=== cond_unit ===
--- src/rtl/cond_pkg.sv ---
// Shared encodings for the conditional-execution unit: condition codes,
// NZCV bit positions and the set of supported flag-group splits.
package cond_pkg;

  localparam logic [3:0] COND_EQ = 4'h0;
  localparam logic [3:0] COND_NE = 4'h1;
  localparam logic [3:0] COND_CS = 4'h2;
  localparam logic [3:0] COND_CC = 4'h3;
  localparam logic [3:0] COND_MI = 4'h4;
  localparam logic [3:0] COND_PL = 4'h5;
  localparam logic [3:0] COND_VS = 4'h6;
  localparam logic [3:0] COND_VC = 4'h7;
  localparam logic [3:0] COND_HI = 4'h8;
  localparam logic [3:0] COND_LS = 4'h9;
  localparam logic [3:0] COND_GE = 4'hA;
  localparam logic [3:0] COND_LT = 4'hB;
  localparam logic [3:0] COND_GT = 4'hC;
  localparam logic [3:0] COND_LE = 4'hD;
  localparam logic [3:0] COND_AL = 4'hE;
  localparam logic [3:0] COND_NV = 4'hF;

  localparam int FLAG_N = 3;
  localparam int FLAG_Z = 2;
  localparam int FLAG_C = 1;
  localparam int FLAG_V = 0;

  // The 4 flag bits must split evenly into groups.
  function automatic bit is_legal_flag_groups(input int groups);
    return (groups == 1) || (groups == 2) || (groups == 4);
  endfunction

endpackage

--- src/rtl/cond_eval.sv ---
// Purely combinational evaluation of an ARM condition field against NZCV.
module cond_eval
  import cond_pkg::*;
#(
  parameter bit UNCOND_AS_AL = 1'b1
) (
  input  logic [3:0] cond,
  input  logic [3:0] flags,
  output logic       condex
);

  logic n, z, c, v, ge;

  assign n  = flags[FLAG_N];
  assign z  = flags[FLAG_Z];
  assign c  = flags[FLAG_C];
  assign v  = flags[FLAG_V];
  assign ge = (n == v);

  always_comb begin
    condex = 1'b0;
    case (cond)
      COND_EQ: condex = z;
      COND_NE: condex = ~z;
      COND_CS: condex = c;
      COND_CC: condex = ~c;
      COND_MI: condex = n;
      COND_PL: condex = ~n;
      COND_VS: condex = v;
      COND_VC: condex = ~v;
      COND_HI: condex = c & ~z;
      COND_LS: condex = ~c | z;
      COND_GE: condex = ge;
      COND_LT: condex = ~ge;
      COND_GT: condex = ~z & ge;
      COND_LE: condex = z | ~ge;
      COND_AL: condex = 1'b1;
      COND_NV: condex = UNCOND_AS_AL;
      default: condex = 1'b0;
    endcase
  end

endmodule

--- src/rtl/flopenr.sv ---
// Enabled register with synchronous active-high reset to zero.
module flopenr #(
  parameter int WIDTH = 8
) (
  input  logic             clk,
  input  logic             reset,
  input  logic             en,
  input  logic [WIDTH-1:0] d,
  output logic [WIDTH-1:0] q
);

  always_ff @(posedge clk) begin
    if (reset)   q <= '0;
    else if (en) q <= d;
  end

endmodule

--- src/rtl/flopr.sv ---
// Plain register with synchronous active-high reset to zero.
module flopr #(
  parameter int WIDTH = 8
) (
  input  logic             clk,
  input  logic             reset,
  input  logic [WIDTH-1:0] d,
  output logic [WIDTH-1:0] q
);

  always_ff @(posedge clk) begin
    if (reset) q <= '0;
    else       q <= d;
  end

endmodule

--- src/rtl/cond_unit.sv ---
// Conditional-execution unit: NZCV register, condition gating of write enables,
// delayed per-group flag writes and a saturating fail counter.
// Optional flag save/restore shadow enabled by CONDLOGIC_FLAG_SAVE_EN.
module cond_unit
  import cond_pkg::*;
#(
  parameter int FLAG_GROUPS  = 2,
  parameter int FLAG_DELAY   = 1,
  parameter bit UNCOND_AS_AL = 1'b1,
  parameter int CNT_W        = 16
) (
  input  logic                   clk,
  input  logic                   reset,
  input  logic [3:0]             Cond,
  input  logic [3:0]             ALUFlags,
  input  logic [FLAG_GROUPS-1:0] FlagW,
  input  logic                   PCS,
  input  logic                   NextPC,
  input  logic                   RegW,
  input  logic                   MemW,
  input  logic                   Issue,
  output logic                   PCWrite,
  output logic                   RegWrite,
  output logic                   MemWrite,
  output logic                   CondEx,
  output logic [3:0]             Flags,
  output logic [CNT_W-1:0]       CondFailCount
`ifdef CONDLOGIC_FLAG_SAVE_EN
  ,
  input  logic                   FlagSave,
  input  logic                   FlagRestore
`endif
);

  localparam int GW = 4 / FLAG_GROUPS;

  logic [3:0]             flags_reg;
  logic [FLAG_GROUPS-1:0] fw_pipe [0:FLAG_DELAY];
  logic [CNT_W-1:0]       cnt_reg;

  cond_eval #(.UNCOND_AS_AL(UNCOND_AS_AL)) u_eval (
    .cond   (Cond),
    .flags  (flags_reg),
    .condex (CondEx)
  );

  assign RegWrite      = RegW & CondEx;
  assign MemWrite      = MemW & CondEx;
  assign PCWrite       = NextPC | (PCS & CondEx);
  assign Flags         = flags_reg;
  assign CondFailCount = cnt_reg;

  assign fw_pipe[0] = FlagW & {FLAG_GROUPS{CondEx}};

  // Stage count of zero leaves fw_pipe[0] driving the group enables directly.
  generate
    for (genvar gi = 0; gi < FLAG_DELAY; gi++) begin : g_delay
      flopr #(.WIDTH(FLAG_GROUPS)) u_stage (
        .clk   (clk),
        .reset (reset),
        .d     (fw_pipe[gi]),
        .q     (fw_pipe[gi+1])
      );
    end
  endgenerate

`ifdef CONDLOGIC_FLAG_SAVE_EN
  logic [3:0] shadow_reg;

  // Shadow captures the pre-restore flags, so save+restore swaps cleanly.
  flopenr #(.WIDTH(4)) u_shadow (
    .clk   (clk),
    .reset (reset),
    .en    (FlagSave),
    .d     (flags_reg),
    .q     (shadow_reg)
  );
`endif

  generate
    for (genvar gi = 0; gi < FLAG_GROUPS; gi++) begin : g_group
      logic          grp_en;
      logic [GW-1:0] grp_d;
`ifdef CONDLOGIC_FLAG_SAVE_EN
      assign grp_en = fw_pipe[FLAG_DELAY][gi] | FlagRestore;
      assign grp_d  = FlagRestore ? shadow_reg[gi*GW +: GW] : ALUFlags[gi*GW +: GW];
`else
      assign grp_en = fw_pipe[FLAG_DELAY][gi];
      assign grp_d  = ALUFlags[gi*GW +: GW];
`endif
      flopenr #(.WIDTH(GW)) u_flags (
        .clk   (clk),
        .reset (reset),
        .en    (grp_en),
        .d     (grp_d),
        .q     (flags_reg[gi*GW +: GW])
      );
    end
  endgenerate

  always_ff @(posedge clk) begin
    if (reset)
      cnt_reg <= '0;
    else if (Issue && !CondEx && (cnt_reg != {CNT_W{1'b1}}))
      cnt_reg <= cnt_reg + CNT_W'(1);
  end

endmodule

--- config.mk ---
export PLATFORM = sky130hd
export DESIGN_NAME = cond_unit
export DESIGN_NICKNAME = d
export VERILOG_FILES = /design/src/rtl/cond_pkg.sv /design/src/rtl/cond_eval.sv /design/src/rtl/flopenr.sv /design/src/rtl/flopr.sv /design/src/rtl/cond_unit.sv
export SDC_FILE = /design/constraint.sdc
export NUM_CORES = 1
export LEC_CHECK = 0
export CORE_MARGIN = 2
export CORE_UTILIZATION = 38
export DETAILED_ROUTE_END_ITERATION = 10
export PLACE_DENSITY_LB_ADDON = 0.12
export RECOVER_POWER = 100
export SYNTH_ARGS = -nofsm -noshare
export SYNTH_HDL_FRONTEND = slang
export SYNTH_SLANG_ARGS = --single-unit
export TNS_END_PERCENT = 5
--- constraint.sdc ---
create_clock -name clk -period 5.42 [get_ports clk]
set_input_delay 0.542 -clock clk [delete_from_list [all_inputs] [get_ports clk]]
set_output_delay 0.542 -clock clk [all_outputs]
set_load 0.01 [all_outputs]
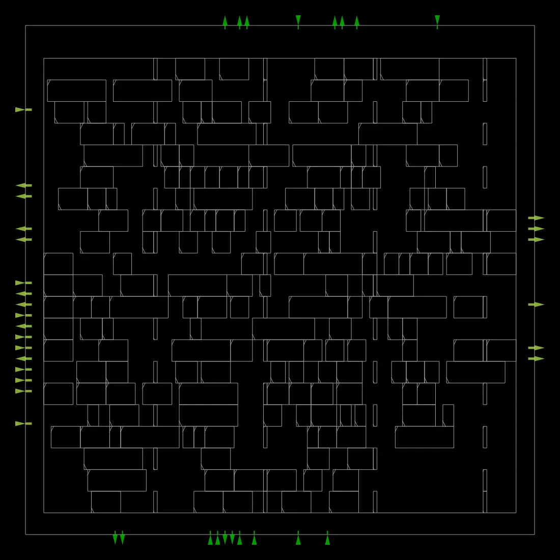
cond_unit/placement.png
core area: 3390 µm²
fraction of area in registers: 0.2474
Seq Cell Count: 22
fin cells: 241

==> flow_summary.yaml <==
# flow metrics
synth:
  simple_gate_share: 0.3745
  ys_seq_frac: 0.3223
  fp_nets: 176
  ys_top_cells_by_area: "dfxtp_1 (32%), mux2_2 (7.4%), nor2b_1 (6.0%)"
layout:
  nonClockBufferCount: 40
floorplan:
  die_w_um: 63.96
min_path:
  min_from: "CondFailCount[9]"
  hold_class: "register to register"
critical_path:
  reg2reg_depth: 6
  crit_buf_inv: 3
  path_max_fanout: 22
  crit_type: "input pin to output port"
global_route:
  grt_max_degree: 34
  grt_pass1_vias: 1237
outcome:
  outcome: "finished, final reports clean"
power_and_ir_drop:
  pg_clk_mw: 0.0941
  comb-power_mw: 0.0603
  power.group.top: "registers"
clock_tree:
  hold_buffers: 0
  root_buffer: "clkbuf_4"
  cts_sinks: 22
  clk_pin_slew_ns: 0.12
sta:
  rsz0062_at_grt: "false"
  period_minus_slack_ns: 3.924
  finClkSkew_ns: 0.001144
placed_design:
  post_dp_cell_area_um2: 1774
-- per-layer routing --
| metal | up-vias | part of all wire |
|---|---|---|
| li1 | 636 | - |
| met1 | 606 | 0.45 |
| met2 | 35 | 0.48 |
| met3 | 7 | 0.046 |
| met4 | 0 | 0.020 |
| met5 | - | 0 |
-- flip-flops by register name (all words and copies together) (netlist names) --
register / flops
CondFailCount: 16
g_delay.u_stage.q: 2
g_group.u_flags.q: 4

=== cpu_decode_scoreboard ===
`config.mk`:
```
export PLATFORM = sky130hd
export DESIGN_NAME = cpu_decode_scoreboard
export DESIGN_NICKNAME = d
export VERILOG_FILES = /design/src/rtl/cpu_decode_scoreboard_pkg.sv /design/src/rtl/cpu_decode_scoreboard_scoreboard.sv /design/src/rtl/cpu_decode_scoreboard.sv
export SDC_FILE = /design/constraint.sdc
export NUM_CORES = 1
export LEC_CHECK = 0
export CAP_MARGIN = 20
export CORE_ASPECT_RATIO = 0.8
export CORE_MARGIN = 10
export CORE_UTILIZATION = 33
export DETAILED_ROUTE_END_ITERATION = 12
export GPL_ROUTABILITY_DRIVEN = 0
export GPL_TIMING_DRIVEN = 0
export PLACE_DENSITY = 0.59
export SLEW_MARGIN = 25
export SYNTH_ARGS = -nofsm -noshare
export SYNTH_HDL_FRONTEND = slang
export SYNTH_SLANG_ARGS = --single-unit
```
`constraint.sdc`:
```
create_clock -name CLK -period 8 [get_ports CLK]
set_clock_uncertainty 0.05 [all_clocks]
set_input_delay 2 -clock CLK [delete_from_list [all_inputs] [get_ports CLK]]
set_output_delay 2 -clock CLK [all_outputs]
set_load 0.05 [all_outputs]
```
`src/rtl/cpu_decode_scoreboard_pkg.sv`:
```
// Shared SLURM32 decode definitions: instruction-class patterns, field
// extraction, link register numbers and the class helper predicates.
package cpu_decode_scoreboard_pkg;

    localparam int unsigned INS_BITS = 32;
    localparam int unsigned SEL_BITS = 8;

    localparam logic [SEL_BITS-1:0] LINK_REGISTER           = 8'd15;
    localparam logic [SEL_BITS-1:0] INTERRUPT_LINK_REGISTER = 8'd14;

    // Instruction-class patterns; class lives in [31:28], sub-op in [27:24].
    // Fields: dest/store-data [23:16], src/base/branch-index [15:8], src2 [7:0].
    localparam logic [INS_BITS-1:0] INS_RET        = 32'h01??????;
    localparam logic [INS_BITS-1:0] INS_IRET       = 32'h02??????;
    localparam logic [INS_BITS-1:0] INS_ALU_SINGLE = 32'h1???????;
    localparam logic [INS_BITS-1:0] INS_ALU_RR     = 32'h2???????;
    localparam logic [INS_BITS-1:0] INS_COND_ALU   = 32'h3???????;
    localparam logic [INS_BITS-1:0] INS_ALU_IMM    = 32'h4???????;
    localparam logic [INS_BITS-1:0] INS_BRANCH     = 32'h5???????;
    localparam logic [INS_BITS-1:0] INS_LOAD       = 32'h6???????;
    localparam logic [INS_BITS-1:0] INS_STORE      = 32'h7???????;

    typedef enum logic [3:0] {
        CLS_NONE,
        CLS_RET,
        CLS_IRET,
        CLS_ALU_SINGLE,
        CLS_ALU_RR,
        CLS_COND_ALU,
        CLS_ALU_IMM,
        CLS_BRANCH,
        CLS_LOAD,
        CLS_STORE
    } ins_class_t;

    typedef struct packed {
        logic [SEL_BITS-1:0] sel_a;
        logic [SEL_BITS-1:0] sel_b;
        logic [SEL_BITS-1:0] dest;
        logic                dest_wr;
        logic                load;
    } decode_t;

    function automatic ins_class_t ins_class(input logic [INS_BITS-1:0] ins);
        ins_class_t c;
        casez (ins)
            INS_RET:        c = CLS_RET;
            INS_IRET:       c = CLS_IRET;
            INS_ALU_SINGLE: c = CLS_ALU_SINGLE;
            INS_ALU_RR:     c = CLS_ALU_RR;
            INS_COND_ALU:   c = CLS_COND_ALU;
            INS_ALU_IMM:    c = CLS_ALU_IMM;
            INS_BRANCH:     c = CLS_BRANCH;
            INS_LOAD:       c = CLS_LOAD;
            INS_STORE:      c = CLS_STORE;
            default:        c = CLS_NONE;
        endcase
        return c;
    endfunction

    function automatic logic [SEL_BITS-1:0] fld_dest(input logic [INS_BITS-1:0] ins);
        return SEL_BITS'(ins >> 16);
    endfunction

    function automatic logic [SEL_BITS-1:0] fld_src(input logic [INS_BITS-1:0] ins);
        return SEL_BITS'(ins >> 8);
    endfunction

    function automatic logic [SEL_BITS-1:0] fld_src2(input logic [INS_BITS-1:0] ins);
        return SEL_BITS'(ins);
    endfunction

    function automatic logic is_ret_or_iret(input ins_class_t c);
        return (c == CLS_RET) || (c == CLS_IRET);
    endfunction

    function automatic logic is_load(input ins_class_t c);
        return c == CLS_LOAD;
    endfunction

    function automatic logic is_store(input ins_class_t c);
        return c == CLS_STORE;
    endfunction

    // Branch-and-link is flagged by bit 27 of a branch.
    function automatic logic is_branch_link(input logic [INS_BITS-1:0] ins);
        return (ins_class(ins) == CLS_BRANCH) && ins[27];
    endfunction

    function automatic decode_t decode(input logic [INS_BITS-1:0] ins);
        decode_t    d;
        ins_class_t c;
        d = '0;
        c = ins_class(ins);
        if (is_ret_or_iret(c)) begin
            d.sel_a = (c == CLS_IRET) ? INTERRUPT_LINK_REGISTER : LINK_REGISTER;
        end
        if (is_store(c)) begin
            d.sel_a = fld_src(ins);
            d.sel_b = fld_dest(ins);
        end
        if (is_load(c)) begin
            d.sel_a   = fld_src(ins);
            d.dest    = fld_dest(ins);
            d.dest_wr = 1'b1;
            d.load    = 1'b1;
        end
        case (c)
            CLS_ALU_SINGLE: begin
                d.sel_b   = fld_src2(ins);
                d.dest    = fld_dest(ins);
                d.dest_wr = 1'b1;
            end
            CLS_ALU_RR: begin
                d.sel_a   = fld_src(ins);
                d.sel_b   = fld_src2(ins);
                d.dest    = fld_dest(ins);
                d.dest_wr = 1'b1;
            end
            CLS_COND_ALU: begin
                d.sel_a   = fld_dest(ins);
                d.sel_b   = fld_src2(ins);
                d.dest    = fld_dest(ins);
                d.dest_wr = 1'b1;
            end
            CLS_ALU_IMM: begin
                d.sel_a   = fld_src(ins);
                d.dest    = fld_dest(ins);
                d.dest_wr = 1'b1;
            end
            CLS_BRANCH: begin
                d.sel_a = fld_src(ins);
                if (is_branch_link(ins)) begin
                    d.dest    = LINK_REGISTER;
                    d.dest_wr = 1'b1;
                end
            end
            default: ;
        endcase
        return d;
    endfunction

endpackage

```
`src/rtl/cpu_decode_scoreboard_scoreboard.sv`:
```
// In-flight destination tracker: a PIPE_DEPTH-deep shift register of
// {valid, reg, load} with read-after-write match against two sources.
module cpu_scoreboard
    import cpu_decode_scoreboard_pkg::*;
#(
    parameter int PIPE_DEPTH    = 3,
    parameter int REGISTER_BITS = 8,
    parameter int FORWARD       = 1
) (
    input  logic                     CLK,
    input  logic                     RSTb,
    input  logic                     push_valid,
    input  logic [REGISTER_BITS-1:0] push_reg,
    input  logic                     push_load,
    input  logic                     flush,
    input  logic [REGISTER_BITS-1:0] src_a,
    input  logic [REGISTER_BITS-1:0] src_b,
    output logic                     match
);

    typedef struct packed {
        logic                     valid;
        logic [REGISTER_BITS-1:0] rsel;
        logic                     load;
    } entry_t;

    entry_t sb [PIPE_DEPTH];

    // Shift entries toward writeback; a flush kills the squashed slot-0 entry on its way out.
    always_ff @(posedge CLK or negedge RSTb) begin
        if (!RSTb) begin
            for (int unsigned k = 0; k < PIPE_DEPTH; k++) begin
                sb[k] <= '0;
            end
        end else begin
            sb[0] <= '{valid: push_valid, rsel: push_reg, load: push_load};
            for (int unsigned k = 1; k < PIPE_DEPTH; k++) begin
                sb[k] <= sb[k-1];
            end
            if (flush) begin
                sb[1].valid <= 1'b0;
            end
        end
    end

    // With forwarding only a load in slot 0 is uncoverable; otherwise any pending write blocks.
    always_comb begin
        match = 1'b0;
        for (int unsigned k = 0; k < PIPE_DEPTH; k++) begin
            if (sb[k].valid && ((FORWARD == 0) || ((k == 0) && sb[k].load))) begin
                if (((src_a != '0) && (src_a == sb[k].rsel)) ||
                    ((src_b != '0) && (src_b == sb[k].rsel))) begin
                    match = 1'b1;
                end
            end
        end
    end

endmodule

```
`src/rtl/cpu_decode_scoreboard.sv`:
```
// Registered SLURM32 decode stage with hazard scoreboard and flush support.
module cpu_decode_scoreboard
    import cpu_decode_scoreboard_pkg::*;
#(
    parameter int BITS          = 32,
    parameter int REGISTER_BITS = 8,
    parameter int PIPE_DEPTH    = 3,
    parameter int FORWARD       = 1
) (
    input  logic                     CLK,
    input  logic                     RSTb,
    input  logic [BITS-1:0]          instruction,
    input  logic                     ins_valid,
    output logic                     ins_ready,
    input  logic                     flush,
    output logic                     out_valid,
    output logic [REGISTER_BITS-1:0] regA_sel,
    output logic [REGISTER_BITS-1:0] regB_sel,
    output logic [REGISTER_BITS-1:0] dest_sel,
    output logic                     dest_wr,
    output logic                     is_load,
    output logic                     hazard
);

    logic [INS_BITS-1:0]      ins;
    decode_t                  dec;
    logic [REGISTER_BITS-1:0] dec_a;
    logic [REGISTER_BITS-1:0] dec_b;
    logic [REGISTER_BITS-1:0] dec_dest;
    logic                     match;
    logic                     accept;
    logic                     push_valid;

    assign ins      = INS_BITS'(instruction);
    assign dec      = decode(ins);
    assign dec_a    = REGISTER_BITS'(dec.sel_a);
    assign dec_b    = REGISTER_BITS'(dec.sel_b);
    assign dec_dest = REGISTER_BITS'(dec.dest);

    assign hazard     = ins_valid && match;
    assign ins_ready  = !hazard && !flush;
    assign accept     = ins_valid && ins_ready;
    assign push_valid = accept && dec.dest_wr && (dec_dest != '0);

    cpu_scoreboard #(
        .PIPE_DEPTH    (PIPE_DEPTH),
        .REGISTER_BITS (REGISTER_BITS),
        .FORWARD       (FORWARD)
    ) u_scoreboard (
        .CLK        (CLK),
        .RSTb       (RSTb),
        .push_valid (push_valid),
        .push_reg   (dec_dest),
        .push_load  (dec.load),
        .flush      (flush),
        .src_a      (dec_a),
        .src_b      (dec_b),
        .match      (match)
    );

    // Output register: load decode on accept, otherwise insert a bubble and hold selects.
    always_ff @(posedge CLK or negedge RSTb) begin
        if (!RSTb) begin
            out_valid <= 1'b0;
            regA_sel  <= '0;
            regB_sel  <= '0;
            dest_sel  <= '0;
            dest_wr   <= 1'b0;
            is_load   <= 1'b0;
        end else if (accept) begin
            out_valid <= 1'b1;
            regA_sel  <= dec_a;
            regB_sel  <= dec_b;
            dest_sel  <= dec_dest;
            dest_wr   <= dec.dest_wr;
            is_load   <= dec.load;
        end else begin
            out_valid <= 1'b0;
        end
    end

endmodule

```
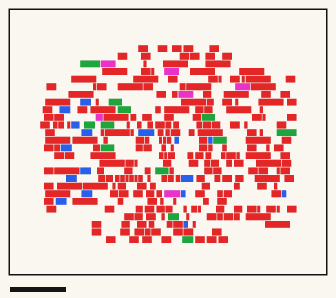
cpu_decode_scoreboard/sizes.png
Bar = 20 µm.
red -> _0 and _1 cells  # cells 254
magenta -> _3 and _4 cells  # cells 6
green -> _6 and larger  # cells 12
blue -> _2 cells  # cells 16
Area Overhead vs Synth: 37.97%
Signal buffers: 78
worst setup margin: 0.3571 ns
final instance area: 3114 µm²

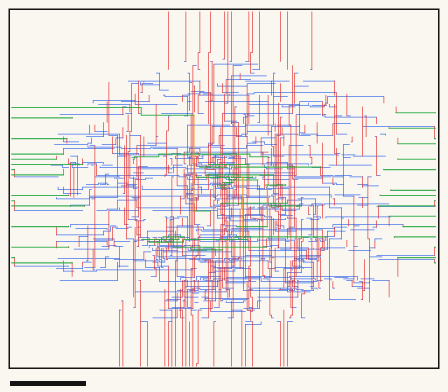
cpu_decode_scoreboard/wires.png
Bar = 20 µm.
red -> metal 2  # wire length 3110 µm
green -> metal 3  # wire length 625 µm
orange -> metal 4  # wire length 51.7 µm
blue -> metal 1  # wire length 2920 µm
DR vias: 1932
final routed wire length divided by cell count: 18.02 µm
drt total wl: 6.705 mm
Total GRT Usage: 0.1278

==> flow_summary.yaml <==
# flow metrics
clock_tree:
  clk_pin_slew_ns: 0.07
  cts_sinks: 37
synth:
  yosysTopAreaCell: "dfrtp_1"
  avgSynthCellArea_um2: 10.45
  most_common_cell: "dfrtp_1"
  ys.flop_type: "dfrtp_1"
  xor_area_frac: 0.05820
  synth_cells: 216
  edf_count: 0
  ys_top_cells_by_area: "dfrtp_1 (41%), mux2i_1 (6.7%), nor2b_1 (5.3%)"
critical_path:
  cp.arrival_ns: 5.59
  crit_path_frequent_cell: "clkdlybuf4s50_1"
  crit_type: "input pin to output port"
  required_ns: 5.95
layout:
  comb_area_frac: 0.3781
  final-clk-cell-share: 0.03254
  fillers: 638
  largest_cell_class: "combinational gates"
global_route:
  met2_usage: 0.2047
route:
  highest_layer: "met4"
  drc: 0
  drtIter0Drc: 208
sta:
  hold_ws_ns: 0.4626
  period_minus_slack_ns: 7.643
  rsz0062_at_grt: "false"
placed_design:
  post-dp-hpwl_mm: 5.320
outcome:
  outcome: "finished, final reports clean"
min_path:
  min_from: "dest_sel[7]"
## stage by stage
step	power (mW)	util	instances	instance area (µm²)	setup slack (ns)
after detailed placement	0.4188	0.4631	364	3013	0.3549
after CTS	0.5629	0.4787	372	3114	0.3478
after floorplan	0.3409	-	216	2257	1.451
after global placement	0.4164	0.4600	363	2993	0.3987
final	0.5580	0.4787	372	3114	0.3571
after global routing	0.5892	0.4787	372	3114	0.1346
## sequential cells by signal (all words and copies together), names as in the netlist
signal and cells:
u_scoreboard.sb 10, dest_sel 8, regA_sel 8, regB_sel 8
dest_wr 1, is_load 1, out_valid 1

=== adder_osc_counter ===
### src/rtl/adder_osc_counter.sv
// Ring-oscillator edge counter: counts synchronised rising edges of osc_in over a
// programmable window of clk cycles. Optional free-running mode under ADDER_OSC_CONTINUOUS_EN.
module adder_osc_counter #(
  parameter int GATE_W      = 16,
  parameter int COUNT_W     = 24,
  parameter int SYNC_STAGES = 2
) (
  input  logic               clk,
  input  logic               reset,
  input  logic               start,
`ifdef ADDER_OSC_CONTINUOUS_EN
  input  logic               continuous,
`endif
  input  logic [GATE_W-1:0]  gate_cycles,
  input  logic               osc_in,
  output logic               osc_enable,
  output logic               ready,
  output logic               done,
  output logic [COUNT_W-1:0] count,
  output logic               overflow,
  output logic [1:0]         dbg_state
);

  localparam logic [1:0] S_IDLE  = 2'd0;
  localparam logic [1:0] S_ARM   = 2'd1;
  localparam logic [1:0] S_COUNT = 2'd2;
  localparam logic [1:0] S_DONE  = 2'd3;

  localparam int ARM_W = $clog2(SYNC_STAGES + 2);
  localparam logic [ARM_W-1:0]   ARM_LAST = ARM_W'(SYNC_STAGES);
  localparam logic [COUNT_W-1:0] CNT_MAX  = '1;
  localparam logic [GATE_W-1:0]  GATE_ONE = GATE_W'(1);

  logic [1:0]             state_q, state_d;
  logic [GATE_W-1:0]      gate_lat_q, gate_lat_d;
  logic [GATE_W-1:0]      gate_cnt_q, gate_cnt_d;
  logic [ARM_W-1:0]       arm_cnt_q, arm_cnt_d;
  logic [COUNT_W-1:0]     count_q, count_d;
  logic                   overflow_q, overflow_d;
  logic [SYNC_STAGES-1:0] sync_q, sync_d;
  logic                   sync_prev_q, sync_prev_d;
  logic                   osc_rise;
  logic                   cont;

`ifdef ADDER_OSC_CONTINUOUS_EN
  assign cont = continuous;
`else
  assign cont = 1'b0;
`endif

  // Edge detect on the synchroniser output; only counted while the window is open.
  assign osc_rise = sync_q[SYNC_STAGES-1] & ~sync_prev_q & (state_q == S_COUNT);

  always_comb begin
    state_d     = state_q;
    gate_lat_d  = gate_lat_q;
    gate_cnt_d  = gate_cnt_q;
    arm_cnt_d   = arm_cnt_q;
    count_d     = count_q;
    overflow_d  = overflow_q;
    sync_d      = {sync_q[SYNC_STAGES-2:0], osc_in};
    sync_prev_d = sync_q[SYNC_STAGES-1];
    case (state_q)
      S_IDLE, S_DONE: begin
        if ((state_q == S_DONE) && cont && (gate_lat_q != '0)) begin
          state_d    = S_COUNT;
          gate_cnt_d = gate_lat_q;
          count_d    = '0;
          overflow_d = 1'b0;
        end else if (start) begin
          state_d    = S_ARM;
          gate_lat_d = gate_cycles;
          arm_cnt_d  = '0;
          count_d    = '0;
          overflow_d = 1'b0;
        end
      end
      S_ARM: begin
        // Hold long enough for stale oscillator history to leave the synchroniser.
        if (arm_cnt_q == ARM_LAST) begin
          state_d    = (gate_lat_q == '0) ? S_DONE : S_COUNT;
          gate_cnt_d = gate_lat_q;
        end else begin
          arm_cnt_d = arm_cnt_q + 1'b1;
        end
      end
      S_COUNT: begin
        if (osc_rise) begin
          if (count_q == CNT_MAX) overflow_d = 1'b1;
          else                    count_d    = count_q + 1'b1;
        end
        if (gate_cnt_q == GATE_ONE) state_d    = S_DONE;
        else                        gate_cnt_d = gate_cnt_q - 1'b1;
      end
      default: state_d = S_IDLE;
    endcase
  end

  always_ff @(posedge clk) begin
    if (reset) begin
      state_q     <= S_IDLE;
      gate_lat_q  <= '0;
      gate_cnt_q  <= '0;
      arm_cnt_q   <= '0;
      count_q     <= '0;
      overflow_q  <= 1'b0;
      sync_q      <= '0;
      sync_prev_q <= 1'b0;
    end else begin
      state_q     <= state_d;
      gate_lat_q  <= gate_lat_d;
      gate_cnt_q  <= gate_cnt_d;
      arm_cnt_q   <= arm_cnt_d;
      count_q     <= count_d;
      overflow_q  <= overflow_d;
      sync_q      <= sync_d;
      sync_prev_q <= sync_prev_d;
    end
  end

  assign ready      = (state_q == S_IDLE) || (state_q == S_DONE);
  assign done       = (state_q == S_DONE);
  assign osc_enable = (state_q == S_ARM) || (state_q == S_COUNT) || ((state_q == S_DONE) && cont);
  assign count      = count_q;
  assign overflow   = overflow_q;
  assign dbg_state  = state_q;

endmodule

### config.mk
export PLATFORM = sky130hd
export DESIGN_NAME = adder_osc_counter
export DESIGN_NICKNAME = d
export VERILOG_FILES = /design/src/rtl/adder_osc_counter.sv
export SDC_FILE = /design/constraint.sdc
export NUM_CORES = 1
export LEC_CHECK = 0
export CORE_MARGIN = 2
export CORE_UTILIZATION = 50
export DETAILED_ROUTE_END_ITERATION = 6
export PLACE_DENSITY = 0.78
export SLEW_MARGIN = 20
export SYNTH_ARGS = -nofsm -noshare
export SYNTH_HDL_FRONTEND = slang
export SYNTH_SLANG_ARGS = --single-unit
export TNS_END_PERCENT = 20
### constraint.sdc
create_clock -name clk -period 3.07 [get_ports clk]
set_input_delay 0.4605 -clock clk [delete_from_list [all_inputs] [get_ports clk]]
set_output_delay 0.4605 -clock clk [all_outputs]
set_load 0.005 [all_outputs]
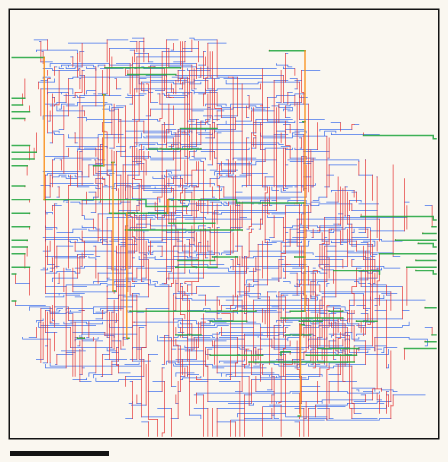
adder_osc_counter/wires.png
Bar = 20 µm.
blue -> metal 1  # wire length 3830 µm
green -> metal 3  # wire length 457 µm
red -> metal 2  # wire length 3730 µm
orange -> metal 4  # wire length 167 µm
drt total wl: 8.187 mm
DR vias: 3254
Total GRT Usage: 0.2326

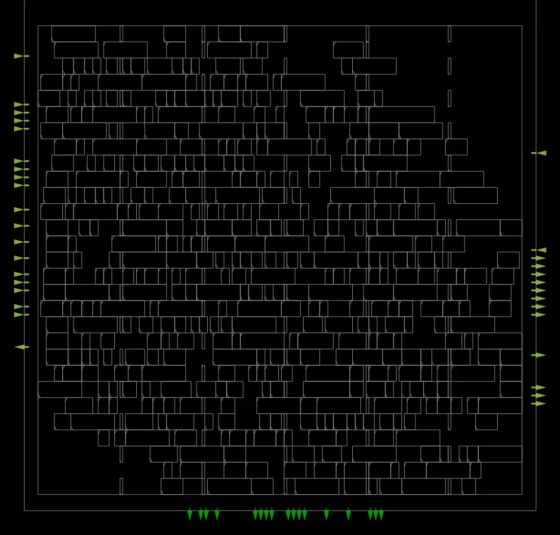
adder_osc_counter/placement.png
fraction of area in registers: 0.3138
core area: 6422 µm²
fin cells: 550
final core occ: 0.6357

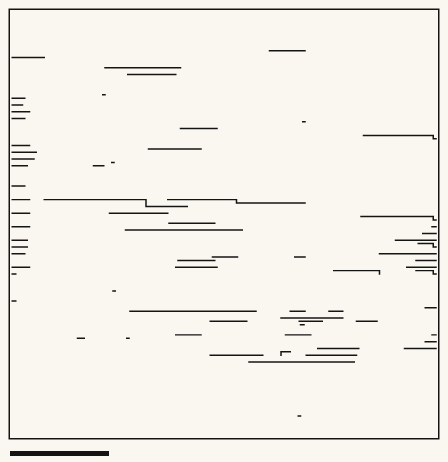
adder_osc_counter/layer_met3.png
Bar = 20 µm.
nets with wire on the layer = 59
longest straight run = 25.3 µm
wire length on this layer = 457 µm
share of all routed wire = 5.6%
main direction = horizontal
met3 GRT Util: 0.03946

==> flow_summary.yaml <==
# flow metrics
global_route:
  grt_pass1_vias: 2933
route:
  dr_wl_met3_um: 456
  drc: 0
critical_path:
  cp.depth: 7
outcome:
  outcome: "finished, final reports clean"
clock_tree:
  cts_tree: "yes"
  cts_sinks: 64
  clk_pin_slew_ns: 0.07
placed_design:
  gp_congestion: 0.8653
layout:
  antenna-diode-count: 0
  final-nonclk-buf-share: 0.1312
  largest_reg_flops: 24
floorplan:
  num_rows: 29
  die_h_um: 86.08
  taps: 77
  die_w_um: 86.08
sta:
  hold_ws_ns: 0.4538
  relSlewSlack: 0.4657
  slew_violations: 0
synth:
  yosysChipArea_um2: 3368
kinds of logic after synthesis:
kind of cell | Yosys count | share of synthesized area
AND/OR/NAND/NOR | 191 | 0.2860
AND-OR/OR-AND | 108 | 0.2095
flip-flops | 64 | 0.3804
buffers and inverters | 39 | 0.05237
XOR/XNOR | 8 | 0.02080
multiplexers | 8 | 0.02489
adder cells (fa/ha/maj) | 7 | 0.02600
where the power goes:
group | switching [mW] | internal (mW)
sequential | 0.108 | 0.943
clock | 0.325 | 0.418
combinational | 0.904 | 0.552
total | 1.34 | 1.91

=== itcm_autoload_axi_rd_flat ===
<file path="src/rtl/itcm_autoload_axi_rd_if.sv">
// Signal bundle between the ITCM auto-load port, the read initiator and the
// external AXI read channels (AR/R only).
interface itcm_autoload_axi_rd_if #(
  parameter int ADDR_WIDTH = 32,
  parameter int DATA_WIDTH = 32,
  parameter int ID_WIDTH   = 4
);
  logic                  itcm_auto_load;
  logic                  itcm_access_AXI;
  logic [ADDR_WIDTH-1:0] itcm_auto_load_addr;
  logic                  IAXI_ready;
  logic [DATA_WIDTH-1:0] IAXI_read_data;
  logic                  IAXI_read_data_valid;

  logic                  ARVALID;
  logic                  ARREADY;
  logic [ADDR_WIDTH-1:0] ARADDR;
  logic [ID_WIDTH-1:0]   ARID;
  logic [7:0]            ARLEN;
  logic [2:0]            ARSIZE;
  logic [1:0]            ARBURST;
  logic                  RVALID;
  logic                  RREADY;
  logic [DATA_WIDTH-1:0] RDATA;
  logic [1:0]            RRESP;
  logic                  RLAST;
  logic [ID_WIDTH-1:0]   RID;

  modport master (
    input  itcm_auto_load, itcm_access_AXI, itcm_auto_load_addr,
    output IAXI_ready, IAXI_read_data, IAXI_read_data_valid,
    output ARVALID, ARADDR, ARID, ARLEN, ARSIZE, ARBURST,
    input  ARREADY,
    input  RVALID, RDATA, RRESP, RLAST, RID,
    output RREADY
  );

  modport slave (
    output itcm_auto_load, itcm_access_AXI, itcm_auto_load_addr,
    input  IAXI_ready, IAXI_read_data, IAXI_read_data_valid,
    input  ARVALID, ARADDR, ARID, ARLEN, ARSIZE, ARBURST,
    output ARREADY,
    output RVALID, RDATA, RRESP, RLAST, RID,
    input  RREADY
  );
endinterface

</file>
<file path="src/rtl/itcm_autoload_axi_rd.sv">
// Single-beat AXI4 read initiator serving the ITCM's word-by-word auto-load
// requests: one outstanding read, ITCM address remapped onto the boot image.
module itcm_autoload_axi_rd #(
  parameter int                    ADDR_WIDTH = 32,
  parameter int                    DATA_WIDTH = 32,
  parameter int                    ID_WIDTH   = 4,
  parameter logic [ID_WIDTH-1:0]   AXI_ID     = '0,
  parameter logic [ADDR_WIDTH-1:0] ITCM_BASE  = 32'h0000_0000,
  parameter logic [ADDR_WIDTH-1:0] SRC_BASE   = 32'h2000_0000
) (
  input  logic                          clk,
  input  logic                          rstn,
  itcm_autoload_axi_rd_if.master        bus,
  output logic                          load_err,
  output logic [15:0]                   load_words
);

  typedef enum logic [1:0] {S_IDLE, S_ADDR, S_DATA, S_RESP} state_t;

  state_t                r_state, w_state_n;
  logic                  r_ready, w_ready_n;
  logic [ADDR_WIDTH-1:0] r_araddr;
  logic [DATA_WIDTH-1:0] r_rdata;
  logic                  w_accept, w_beat, w_beat_err;
  logic                  w_arvalid, w_rready, w_rd_vld;

  function automatic logic [15:0] sat_inc16(input logic [15:0] v);
    return (v == 16'hFFFF) ? v : v + 16'd1;
  endfunction

  // Rebase onto the boot image (wraps modulo 2^ADDR_WIDTH), word aligned.
  function automatic logic [ADDR_WIDTH-1:0] map_addr(input logic [ADDR_WIDTH-1:0] a);
    logic [ADDR_WIDTH-1:0] t;
    t      = a - ITCM_BASE + SRC_BASE;
    t[1:0] = 2'b00;
    return t;
  endfunction

  assign w_accept   = (r_state == S_IDLE) && bus.itcm_access_AXI && r_ready;
  assign w_beat     = (r_state == S_DATA) && bus.RVALID;
  assign w_beat_err = (bus.RRESP != 2'b00) || !bus.RLAST || (bus.RID != AXI_ID);

  always_comb begin
    w_state_n = r_state;
    w_arvalid = 1'b0;
    w_rready  = 1'b0;
    w_rd_vld  = 1'b0;
    unique case (r_state)
      S_IDLE: if (w_accept) w_state_n = S_ADDR;
      S_ADDR: begin
        w_arvalid = 1'b1;
        if (bus.ARREADY) w_state_n = S_DATA;
      end
      S_DATA: begin
        w_rready = 1'b1;
        if (bus.RVALID) w_state_n = S_RESP;
      end
      S_RESP: begin
        w_rd_vld  = 1'b1;
        w_state_n = S_IDLE;
      end
      default: w_state_n = S_IDLE;
    endcase
    // Ready is offered only once the FSM is back in IDLE inside the window.
    w_ready_n = (w_state_n == S_IDLE) && bus.itcm_auto_load;
  end

  always_ff @(posedge clk or negedge rstn) begin
    if (!rstn) begin
      r_state    <= S_IDLE;
      r_ready    <= 1'b0;
      r_araddr   <= '0;
      r_rdata    <= '0;
      load_err   <= 1'b0;
      load_words <= '0;
    end else begin
      r_state <= w_state_n;
      r_ready <= w_ready_n;
      if (w_accept) r_araddr <= map_addr(bus.itcm_auto_load_addr);
      if (w_beat) begin
        r_rdata <= bus.RDATA;
        if (w_beat_err) load_err <= 1'b1;
      end
      if (r_state == S_RESP) load_words <= sat_inc16(load_words);
    end
  end

  assign bus.IAXI_ready           = r_ready;
  assign bus.IAXI_read_data       = r_rdata;
  assign bus.IAXI_read_data_valid = w_rd_vld;
  assign bus.ARVALID              = w_arvalid;
  assign bus.ARADDR               = r_araddr;
  assign bus.ARID                 = AXI_ID;
  assign bus.ARLEN                = 8'd0;
  assign bus.ARSIZE               = 3'b010;
  assign bus.ARBURST              = 2'b01;
  assign bus.RREADY               = w_rready;

endmodule

</file>
<file path="src/flat_wrapper.sv">
// flat-port wrapper written by rule: the top's interface ports become plain ports
module itcm_autoload_axi_rd_flat 
#(
  parameter int                    ADDR_WIDTH = 32,
  parameter int                    DATA_WIDTH = 32,
  parameter int                    ID_WIDTH   = 4,
  parameter logic [ID_WIDTH-1:0]   AXI_ID     = '0,
  parameter logic [ADDR_WIDTH-1:0] ITCM_BASE  = 32'h0000_0000,
  parameter logic [ADDR_WIDTH-1:0] SRC_BASE   = 32'h2000_0000
)
  (clk, rstn, load_err, load_words, bus_itcm_auto_load, bus_itcm_access_AXI, bus_itcm_auto_load_addr, bus_IAXI_ready, bus_IAXI_read_data, bus_IAXI_read_data_valid, bus_ARVALID, bus_ARADDR, bus_ARID, bus_ARLEN, bus_ARSIZE, bus_ARBURST, bus_ARREADY, bus_RVALID, bus_RDATA, bus_RRESP, bus_RLAST, bus_RID, bus_RREADY);
  itcm_autoload_axi_rd_if #(.ADDR_WIDTH(ADDR_WIDTH), .DATA_WIDTH(DATA_WIDTH), .ID_WIDTH(ID_WIDTH)) bus_i ();
  input  logic clk;
  input  logic rstn;
  output logic load_err;
  output logic [15:0] load_words;
  input wire logic [$bits(bus_i.itcm_auto_load)-1:0] bus_itcm_auto_load;
  input wire logic [$bits(bus_i.itcm_access_AXI)-1:0] bus_itcm_access_AXI;
  input wire logic [$bits(bus_i.itcm_auto_load_addr)-1:0] bus_itcm_auto_load_addr;
  output wire logic [$bits(bus_i.IAXI_ready)-1:0] bus_IAXI_ready;
  output wire logic [$bits(bus_i.IAXI_read_data)-1:0] bus_IAXI_read_data;
  output wire logic [$bits(bus_i.IAXI_read_data_valid)-1:0] bus_IAXI_read_data_valid;
  output wire logic [$bits(bus_i.ARVALID)-1:0] bus_ARVALID;
  output wire logic [$bits(bus_i.ARADDR)-1:0] bus_ARADDR;
  output wire logic [$bits(bus_i.ARID)-1:0] bus_ARID;
  output wire logic [$bits(bus_i.ARLEN)-1:0] bus_ARLEN;
  output wire logic [$bits(bus_i.ARSIZE)-1:0] bus_ARSIZE;
  output wire logic [$bits(bus_i.ARBURST)-1:0] bus_ARBURST;
  input wire logic [$bits(bus_i.ARREADY)-1:0] bus_ARREADY;
  input wire logic [$bits(bus_i.RVALID)-1:0] bus_RVALID;
  input wire logic [$bits(bus_i.RDATA)-1:0] bus_RDATA;
  input wire logic [$bits(bus_i.RRESP)-1:0] bus_RRESP;
  input wire logic [$bits(bus_i.RLAST)-1:0] bus_RLAST;
  input wire logic [$bits(bus_i.RID)-1:0] bus_RID;
  output wire logic [$bits(bus_i.RREADY)-1:0] bus_RREADY;
  assign bus_i.itcm_auto_load = bus_itcm_auto_load;
  assign bus_i.itcm_access_AXI = bus_itcm_access_AXI;
  assign bus_i.itcm_auto_load_addr = bus_itcm_auto_load_addr;
  assign bus_IAXI_ready = bus_i.IAXI_ready;
  assign bus_IAXI_read_data = bus_i.IAXI_read_data;
  assign bus_IAXI_read_data_valid = bus_i.IAXI_read_data_valid;
  assign bus_ARVALID = bus_i.ARVALID;
  assign bus_ARADDR = bus_i.ARADDR;
  assign bus_ARID = bus_i.ARID;
  assign bus_ARLEN = bus_i.ARLEN;
  assign bus_ARSIZE = bus_i.ARSIZE;
  assign bus_ARBURST = bus_i.ARBURST;
  assign bus_i.ARREADY = bus_ARREADY;
  assign bus_i.RVALID = bus_RVALID;
  assign bus_i.RDATA = bus_RDATA;
  assign bus_i.RRESP = bus_RRESP;
  assign bus_i.RLAST = bus_RLAST;
  assign bus_i.RID = bus_RID;
  assign bus_RREADY = bus_i.RREADY;
  itcm_autoload_axi_rd #(.ADDR_WIDTH(ADDR_WIDTH), .DATA_WIDTH(DATA_WIDTH), .ID_WIDTH(ID_WIDTH), .AXI_ID(AXI_ID), .ITCM_BASE(ITCM_BASE), .SRC_BASE(SRC_BASE)) u_core (.clk(clk), .rstn(rstn), .bus(bus_i), .load_err(load_err), .load_words(load_words));
endmodule
</file>
<file path="config.mk">
export PLATFORM = sky130hd
export DESIGN_NAME = itcm_autoload_axi_rd_flat
export DESIGN_NICKNAME = d
export VERILOG_FILES = /design/src/rtl/itcm_autoload_axi_rd_if.sv /design/src/rtl/itcm_autoload_axi_rd.sv /design/src/flat_wrapper.sv
export SDC_FILE = /design/constraint.sdc
export NUM_CORES = 1
export LEC_CHECK = 0
export CAP_MARGIN = 0
export CORE_AREA = 3 3 93 95
export CTS_BUF_LIST = sky130_fd_sc_hd__clkbuf_8
export DETAILED_ROUTE_END_ITERATION = 8
export DIE_AREA = 0 0 96 98
export PLACE_DENSITY = 0.87
export SLEW_MARGIN = 20
export SYNTH_ARGS = -nofsm -noshare
export SYNTH_HDL_FRONTEND = slang
export SYNTH_SLANG_ARGS = --single-unit
</file>
<file path="constraint.sdc">
create_clock -name clk -period 4.8 [get_ports clk]
set_input_delay 0.72 -clock clk [delete_from_list [all_inputs] [get_ports clk]]
set_output_delay 0.72 -clock clk [all_outputs]
set_load 0.02 [all_outputs]
</file>
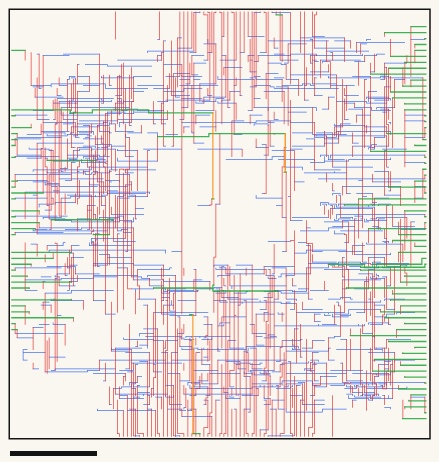
itcm_autoload_axi_rd_flat/wires.png
Bar = 20 µm.
orange -> metal 4  # wire length 55.8 µm
green -> metal 3  # wire length 692 µm
blue -> metal 1  # wire length 3450 µm
red -> metal 2  # wire length 4340 µm
final routed wire length divided by cell count: 14.92 µm
Total GRT Usage: 0.1858

## worst max-delay path, cell delays in order, from the launching register on
cell and delay (ns):
dfrtp_1 0.42, nor2b_1 0.27, clkdlybuf4s50_1 0.65
## final cells by class
cell class,instances,area share
sequential,82,0.3913
timing repair buffer,158,0.3014
multi-input combinational,211,0.2388
clock buffer,10,0.02625
tap,102,0.02434
clock inverter,6,0.01575
inverter,3,0.002147
## routing by layer
metal,vias up,track usage,share of wire,routed length (µm)
met1,1285,0.2385,0.40,3447
met2,117,0.3016,0.51,4337
met4,0,0.04814,0.0064,55
met5,-,0,0,0
li1,1294,-,-,-
met3,6,0.06009,0.081,692
==> flow_summary.yaml <==
# flow metrics
outcome:
  outcome: "finished, final reports clean"
power_and_ir_drop:
  comb-power_mw: 1.43
  pg_clk_mw: 0.540
  power.group.top: "combinational cells"
clock_tree:
  htreeDepth: 3
  root_buffer: "clkbuf_8"
layout:
  fillers: 606
  layout-drive-gt1-share: 0.1170
  utilization: 0.6716
  largest_reg_flops: 32
synth:
  edf_count: 0
sta:
  rsz0062_at_grt: "false"
run:
  warning_count: 28
critical_path:
  reg2reg_depth: 4
  crit_type: "register to output port"
  critPathLaunchType: "register"

=== overlap_adder ===
overlap_adder/layer_met4.png
Supply wires on this layer in gray.
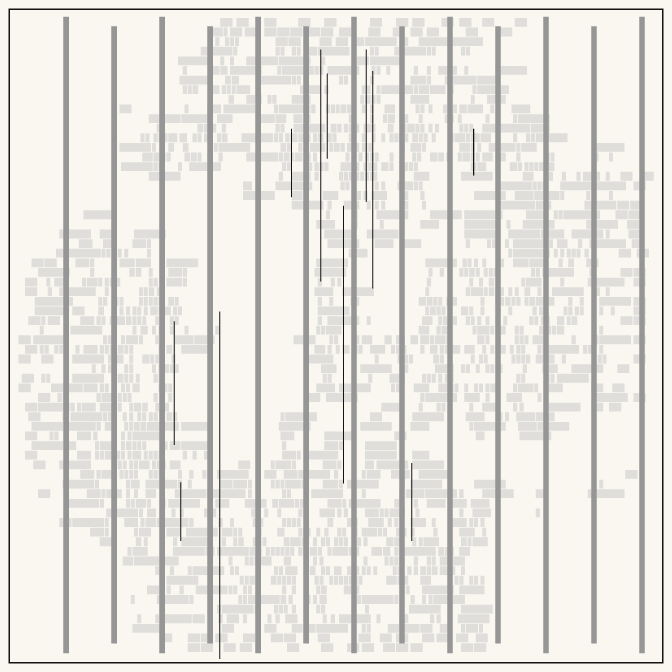
overlap_adder/placement.png
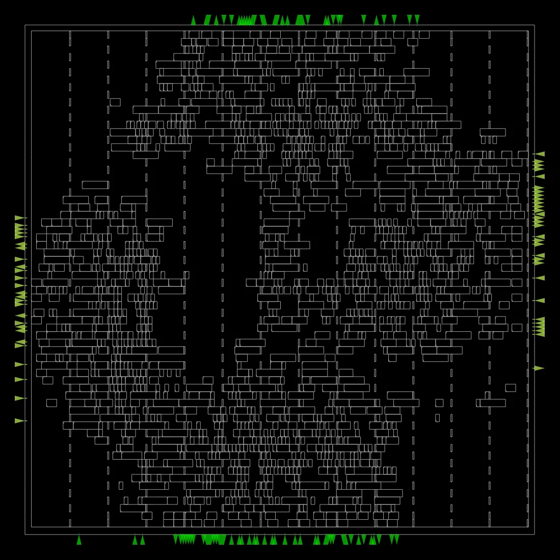
--- src/rtl/overlap_pkg.sv ---
// Shared defaults and state encoding for the overlap-add datapath.
// Holds the parameter defaults, the two-state encoding and a counter-width helper.
// Used by every file of the overlap_adder slice.
package overlap_pkg;

  localparam int DEF_WORD_WIDTH     = 16;
  localparam int DEF_LANES          = 4;
  localparam int DEF_BEATS_PER_HALF = 128;

  // EMPTY: no previous-window tail buffered; HELD: tail beat sits in the tail register.
  localparam logic [0:0] ST_EMPTY = 1'b0;
  localparam logic [0:0] ST_HELD  = 1'b1;

  // Width of a counter spanning 0..n-1, never narrower than one bit.
  function automatic int cnt_width(input int n);
    return (n > 1) ? $clog2(n) : 1;
  endfunction

endpackage

--- src/rtl/overlap_lane_add.sv ---
// One signed lane of the overlap add: a + b in W-bit two's complement.
// Latency: combinational.  Backpressure: none, pure datapath.
// OVERLAP_SAT_EN defined: clamp to the signed range and raise ovf; otherwise wrap, ovf stays 0.
module overlap_lane_add
  import overlap_pkg::*;
#(
  parameter int W = DEF_WORD_WIDTH
) (
  input  logic [W-1:0] a,
  input  logic [W-1:0] b,
  output logic [W-1:0] sum,
  output logic         ovf
);

`ifdef OVERLAP_SAT_EN
  logic [W:0] wide;

  // Sign-extended add; the top two bits disagree exactly when the lane overflowed.
  always_comb begin
    wide = {a[W-1], a} + {b[W-1], b};
    ovf  = wide[W] ^ wide[W-1];
    sum  = wide[W-1:0];
    if (ovf) begin
      sum = wide[W] ? {1'b1, {(W-1){1'b0}}} : {1'b0, {(W-1){1'b1}}};
    end
  end
`else
  // Modulo-2^W add; wrapping is the intended behaviour so nothing is flagged.
  always_comb begin
    sum = a + b;
    ovf = 1'b0;
  end
`endif

endmodule

--- src/rtl/overlap_adder.sv ---
// Overlap-add of a buffered previous-window tail beat with the current-window head beat.
// Latency: 1 cycle from a head load to outValid; a tail load produces no output.
// Backpressure: dataOut held until outAck; a head arriving while a result is unaccepted is dropped and flags protoErr (OVERLAP_SAT_EN selects saturating lanes).
module overlap_adder
  import overlap_pkg::*;
#(
  parameter int WORD_WIDTH     = DEF_WORD_WIDTH,
  parameter int LANES          = DEF_LANES,
  parameter int BEATS_PER_HALF = DEF_BEATS_PER_HALF
) (
  input  logic                        clock,
  input  logic                        reset,
  input  logic                        load,
  input  logic                        action,
  input  logic [LANES*WORD_WIDTH-1:0] dataIn,
  input  logic                        outAck,
  output logic [LANES*WORD_WIDTH-1:0] dataOut,
  output logic                        outValid,
  output logic                        blockDone,
  output logic                        protoErr,
  output logic                        satFlag
);

  localparam int DW    = LANES * WORD_WIDTH;
  localparam int CNT_W = cnt_width(BEATS_PER_HALF);
  localparam logic [CNT_W-1:0] LAST_BEAT = CNT_W'(BEATS_PER_HALF - 1);

  logic [0:0]       state_q, state_d;
  logic [DW-1:0]    tail_q, tail_d;
  logic [DW-1:0]    data_out_q, data_out_d;
  logic             out_valid_q, out_valid_d;
  logic             block_done_q, block_done_d;
  logic             proto_err_q, proto_err_d;
  logic             sat_flag_q, sat_flag_d;
  logic [CNT_W-1:0] beat_cnt_q, beat_cnt_d;

  logic [DW-1:0]    addend;
  logic [DW-1:0]    lane_sum;
  logic [LANES-1:0] lane_ovf;

  // With no tail buffered the head beat is added to zero, i.e. passed through.
  assign addend = (state_q == ST_HELD) ? tail_q : '0;

  for (genvar i = 0; i < LANES; i++) begin : g_lane
    overlap_lane_add #(.W(WORD_WIDTH)) u_add (
      .a   (addend[i*WORD_WIDTH +: WORD_WIDTH]),
      .b   (dataIn[i*WORD_WIDTH +: WORD_WIDTH]),
      .sum (lane_sum[i*WORD_WIDTH +: WORD_WIDTH]),
      .ovf (lane_ovf[i])
    );
  end

  // Next-state: tail capture, result hand-off, beat counting and sticky flags.
  always_comb begin
    state_d      = state_q;
    tail_d       = tail_q;
    data_out_d   = data_out_q;
    out_valid_d  = out_valid_q & ~outAck;
    block_done_d = 1'b0;
    proto_err_d  = proto_err_q;
    sat_flag_d   = sat_flag_q;
    beat_cnt_d   = beat_cnt_q;

    if (out_valid_q && outAck) begin
      if (beat_cnt_q == LAST_BEAT) begin
        beat_cnt_d   = '0;
        block_done_d = 1'b1;
      end else begin
        beat_cnt_d = beat_cnt_q + CNT_W'(1);
      end
    end

    if (load) begin
      if (!action) begin
        // A second tail before its head replaces the first one.
        tail_d  = dataIn;
        state_d = ST_HELD;
        if (state_q == ST_HELD) proto_err_d = 1'b1;
      end else if (out_valid_q && !outAck) begin
        // Output slot still occupied: the head beat is lost, held state untouched.
        proto_err_d = 1'b1;
      end else begin
        data_out_d  = lane_sum;
        out_valid_d = 1'b1;
        state_d     = ST_EMPTY;
        sat_flag_d  = sat_flag_q | (|lane_ovf);
      end
    end
  end

  // State registers, all cleared by the asynchronous reset.
  always_ff @(posedge clock or posedge reset) begin
    if (reset) begin
      state_q      <= ST_EMPTY;
      tail_q       <= '0;
      data_out_q   <= '0;
      out_valid_q  <= 1'b0;
      block_done_q <= 1'b0;
      proto_err_q  <= 1'b0;
      sat_flag_q   <= 1'b0;
      beat_cnt_q   <= '0;
    end else begin
      state_q      <= state_d;
      tail_q       <= tail_d;
      data_out_q   <= data_out_d;
      out_valid_q  <= out_valid_d;
      block_done_q <= block_done_d;
      proto_err_q  <= proto_err_d;
      sat_flag_q   <= sat_flag_d;
      beat_cnt_q   <= beat_cnt_d;
    end
  end

  assign dataOut   = data_out_q;
  assign outValid  = out_valid_q;
  assign blockDone = block_done_q;
  assign protoErr  = proto_err_q;
  // Never set in the wrapping build since the lanes report no overflow there.
  assign satFlag   = sat_flag_q;

endmodule
--- config.mk ---
export PLATFORM = sky130hd
export DESIGN_NAME = overlap_adder
export DESIGN_NICKNAME = d
export VERILOG_FILES = /design/src/rtl/overlap_pkg.sv /design/src/rtl/overlap_lane_add.sv /design/src/rtl/overlap_adder.sv
export SDC_FILE = /design/constraint.sdc
export NUM_CORES = 1
export LEC_CHECK = 0
export ABC_AREA = 1
export ABC_CLOCK_PERIOD_IN_PS = 6650
export CORE_MARGIN = 2
export CORE_UTILIZATION = 30
export DETAILED_ROUTE_END_ITERATION = 16
export GPL_ROUTABILITY_DRIVEN = 0
export SLEW_MARGIN = 20
export SYNTH_ARGS = -nofsm -noshare
export SYNTH_HDL_FRONTEND = slang
export SYNTH_HIERARCHICAL = 1
export SYNTH_SLANG_ARGS = --single-unit
export TNS_END_PERCENT = 20
--- constraint.sdc ---
create_clock -name clock -period 6.65 [get_ports clock]
set_input_delay 1.33 -clock clock [delete_from_list [all_inputs] [get_ports clock]]
set_output_delay 1.33 -clock clock [all_outputs]
set_load 0.02 [all_outputs]
==> flow_summary.yaml <==
# flow metrics
sta:
  finClkSkew_ns: 0.01130
outcome:
  outcome: "finished, final reports clean"
floorplan:
  die_w_um: 184.4
clock_tree:
  cts_tree: "yes"
  cts_sinks: 140
  cts_resized: 0
  cts_buffers: 17
global_route:
  antenna_found_initial: 1
synth:
  yosysTopAreaCell: "dfrtp_1"
  simple_gate_share: 0.3025
  topCombFamilyByArea: "simple AND/OR/NAND/NOR gates"
  async_reset_ff_frac: 1.000
layout:
  syn2layout_area_growth_pct: 24.34
critical_path:
  cp.arrival_ns: 3.42
placed_design:
  post-dp-hpwl_mm: 17.56
About overlap_adder/layer_met4.png:
share of all routed wire = 2.0%
wire length on this layer = 474 µm
longest straight run = 97.9 µm
nets with wire on the layer = 7
main direction = vertical
drt total wl: 23.52 mm
DR vias: 8126

About overlap_adder/placement.png:
core area: 32290 µm²
Seq Cell Count: 140

==> layout make-up <==
type	instances	area, µm²
multi-input cells	924	5210
inverters	228	860.8
clock buffers	19	442.9
fillers	3354	20150
repair buffers	141	1399
clock inverters	13	166.4
well taps	442	553.0
flip-flops and latches	140	3505
==> metrics by stage <==
stage	std cells	instance area, µm²	utilization	setup WS [ns]
6_report	1907	12140	0.3759	3.535
5_1_grt	1907	12140	0.3759	3.435
4_1_cts	1907	12140	0.3759	3.506
3_5_place_dp	1875	11530	0.3570	3.045
3_3_place_gp	1875	11530	0.3570	3.055
2_1_floorplan	1323	9761	-	1.567


## Gallery

I/O pins on the die edge.
Bar = 20 µm. Pins as bars across the die edge, other pins in gray.
shot_01.png
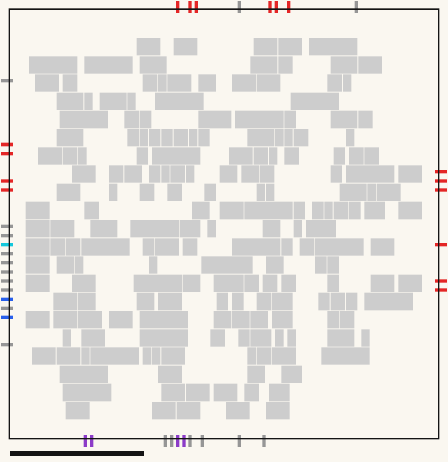
shot_02.png
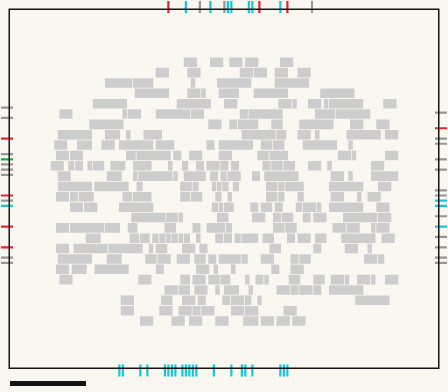
shot_03.png
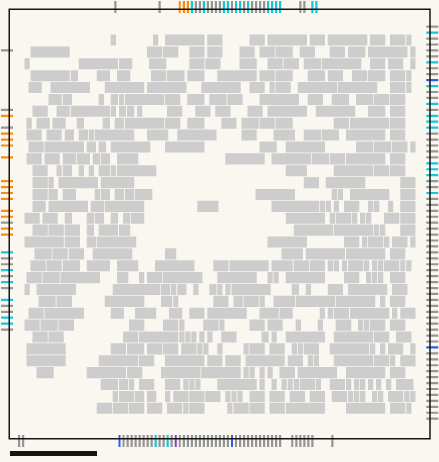
shot_03.png -> itcm_autoload_axi_rd_flat
shot_01.png -> cond_unit
shot_02.png -> cpu_decode_scoreboard
Of these, smallest die: shot_01.png

No activity file was given, so power comes from the tool's default toggle rates.
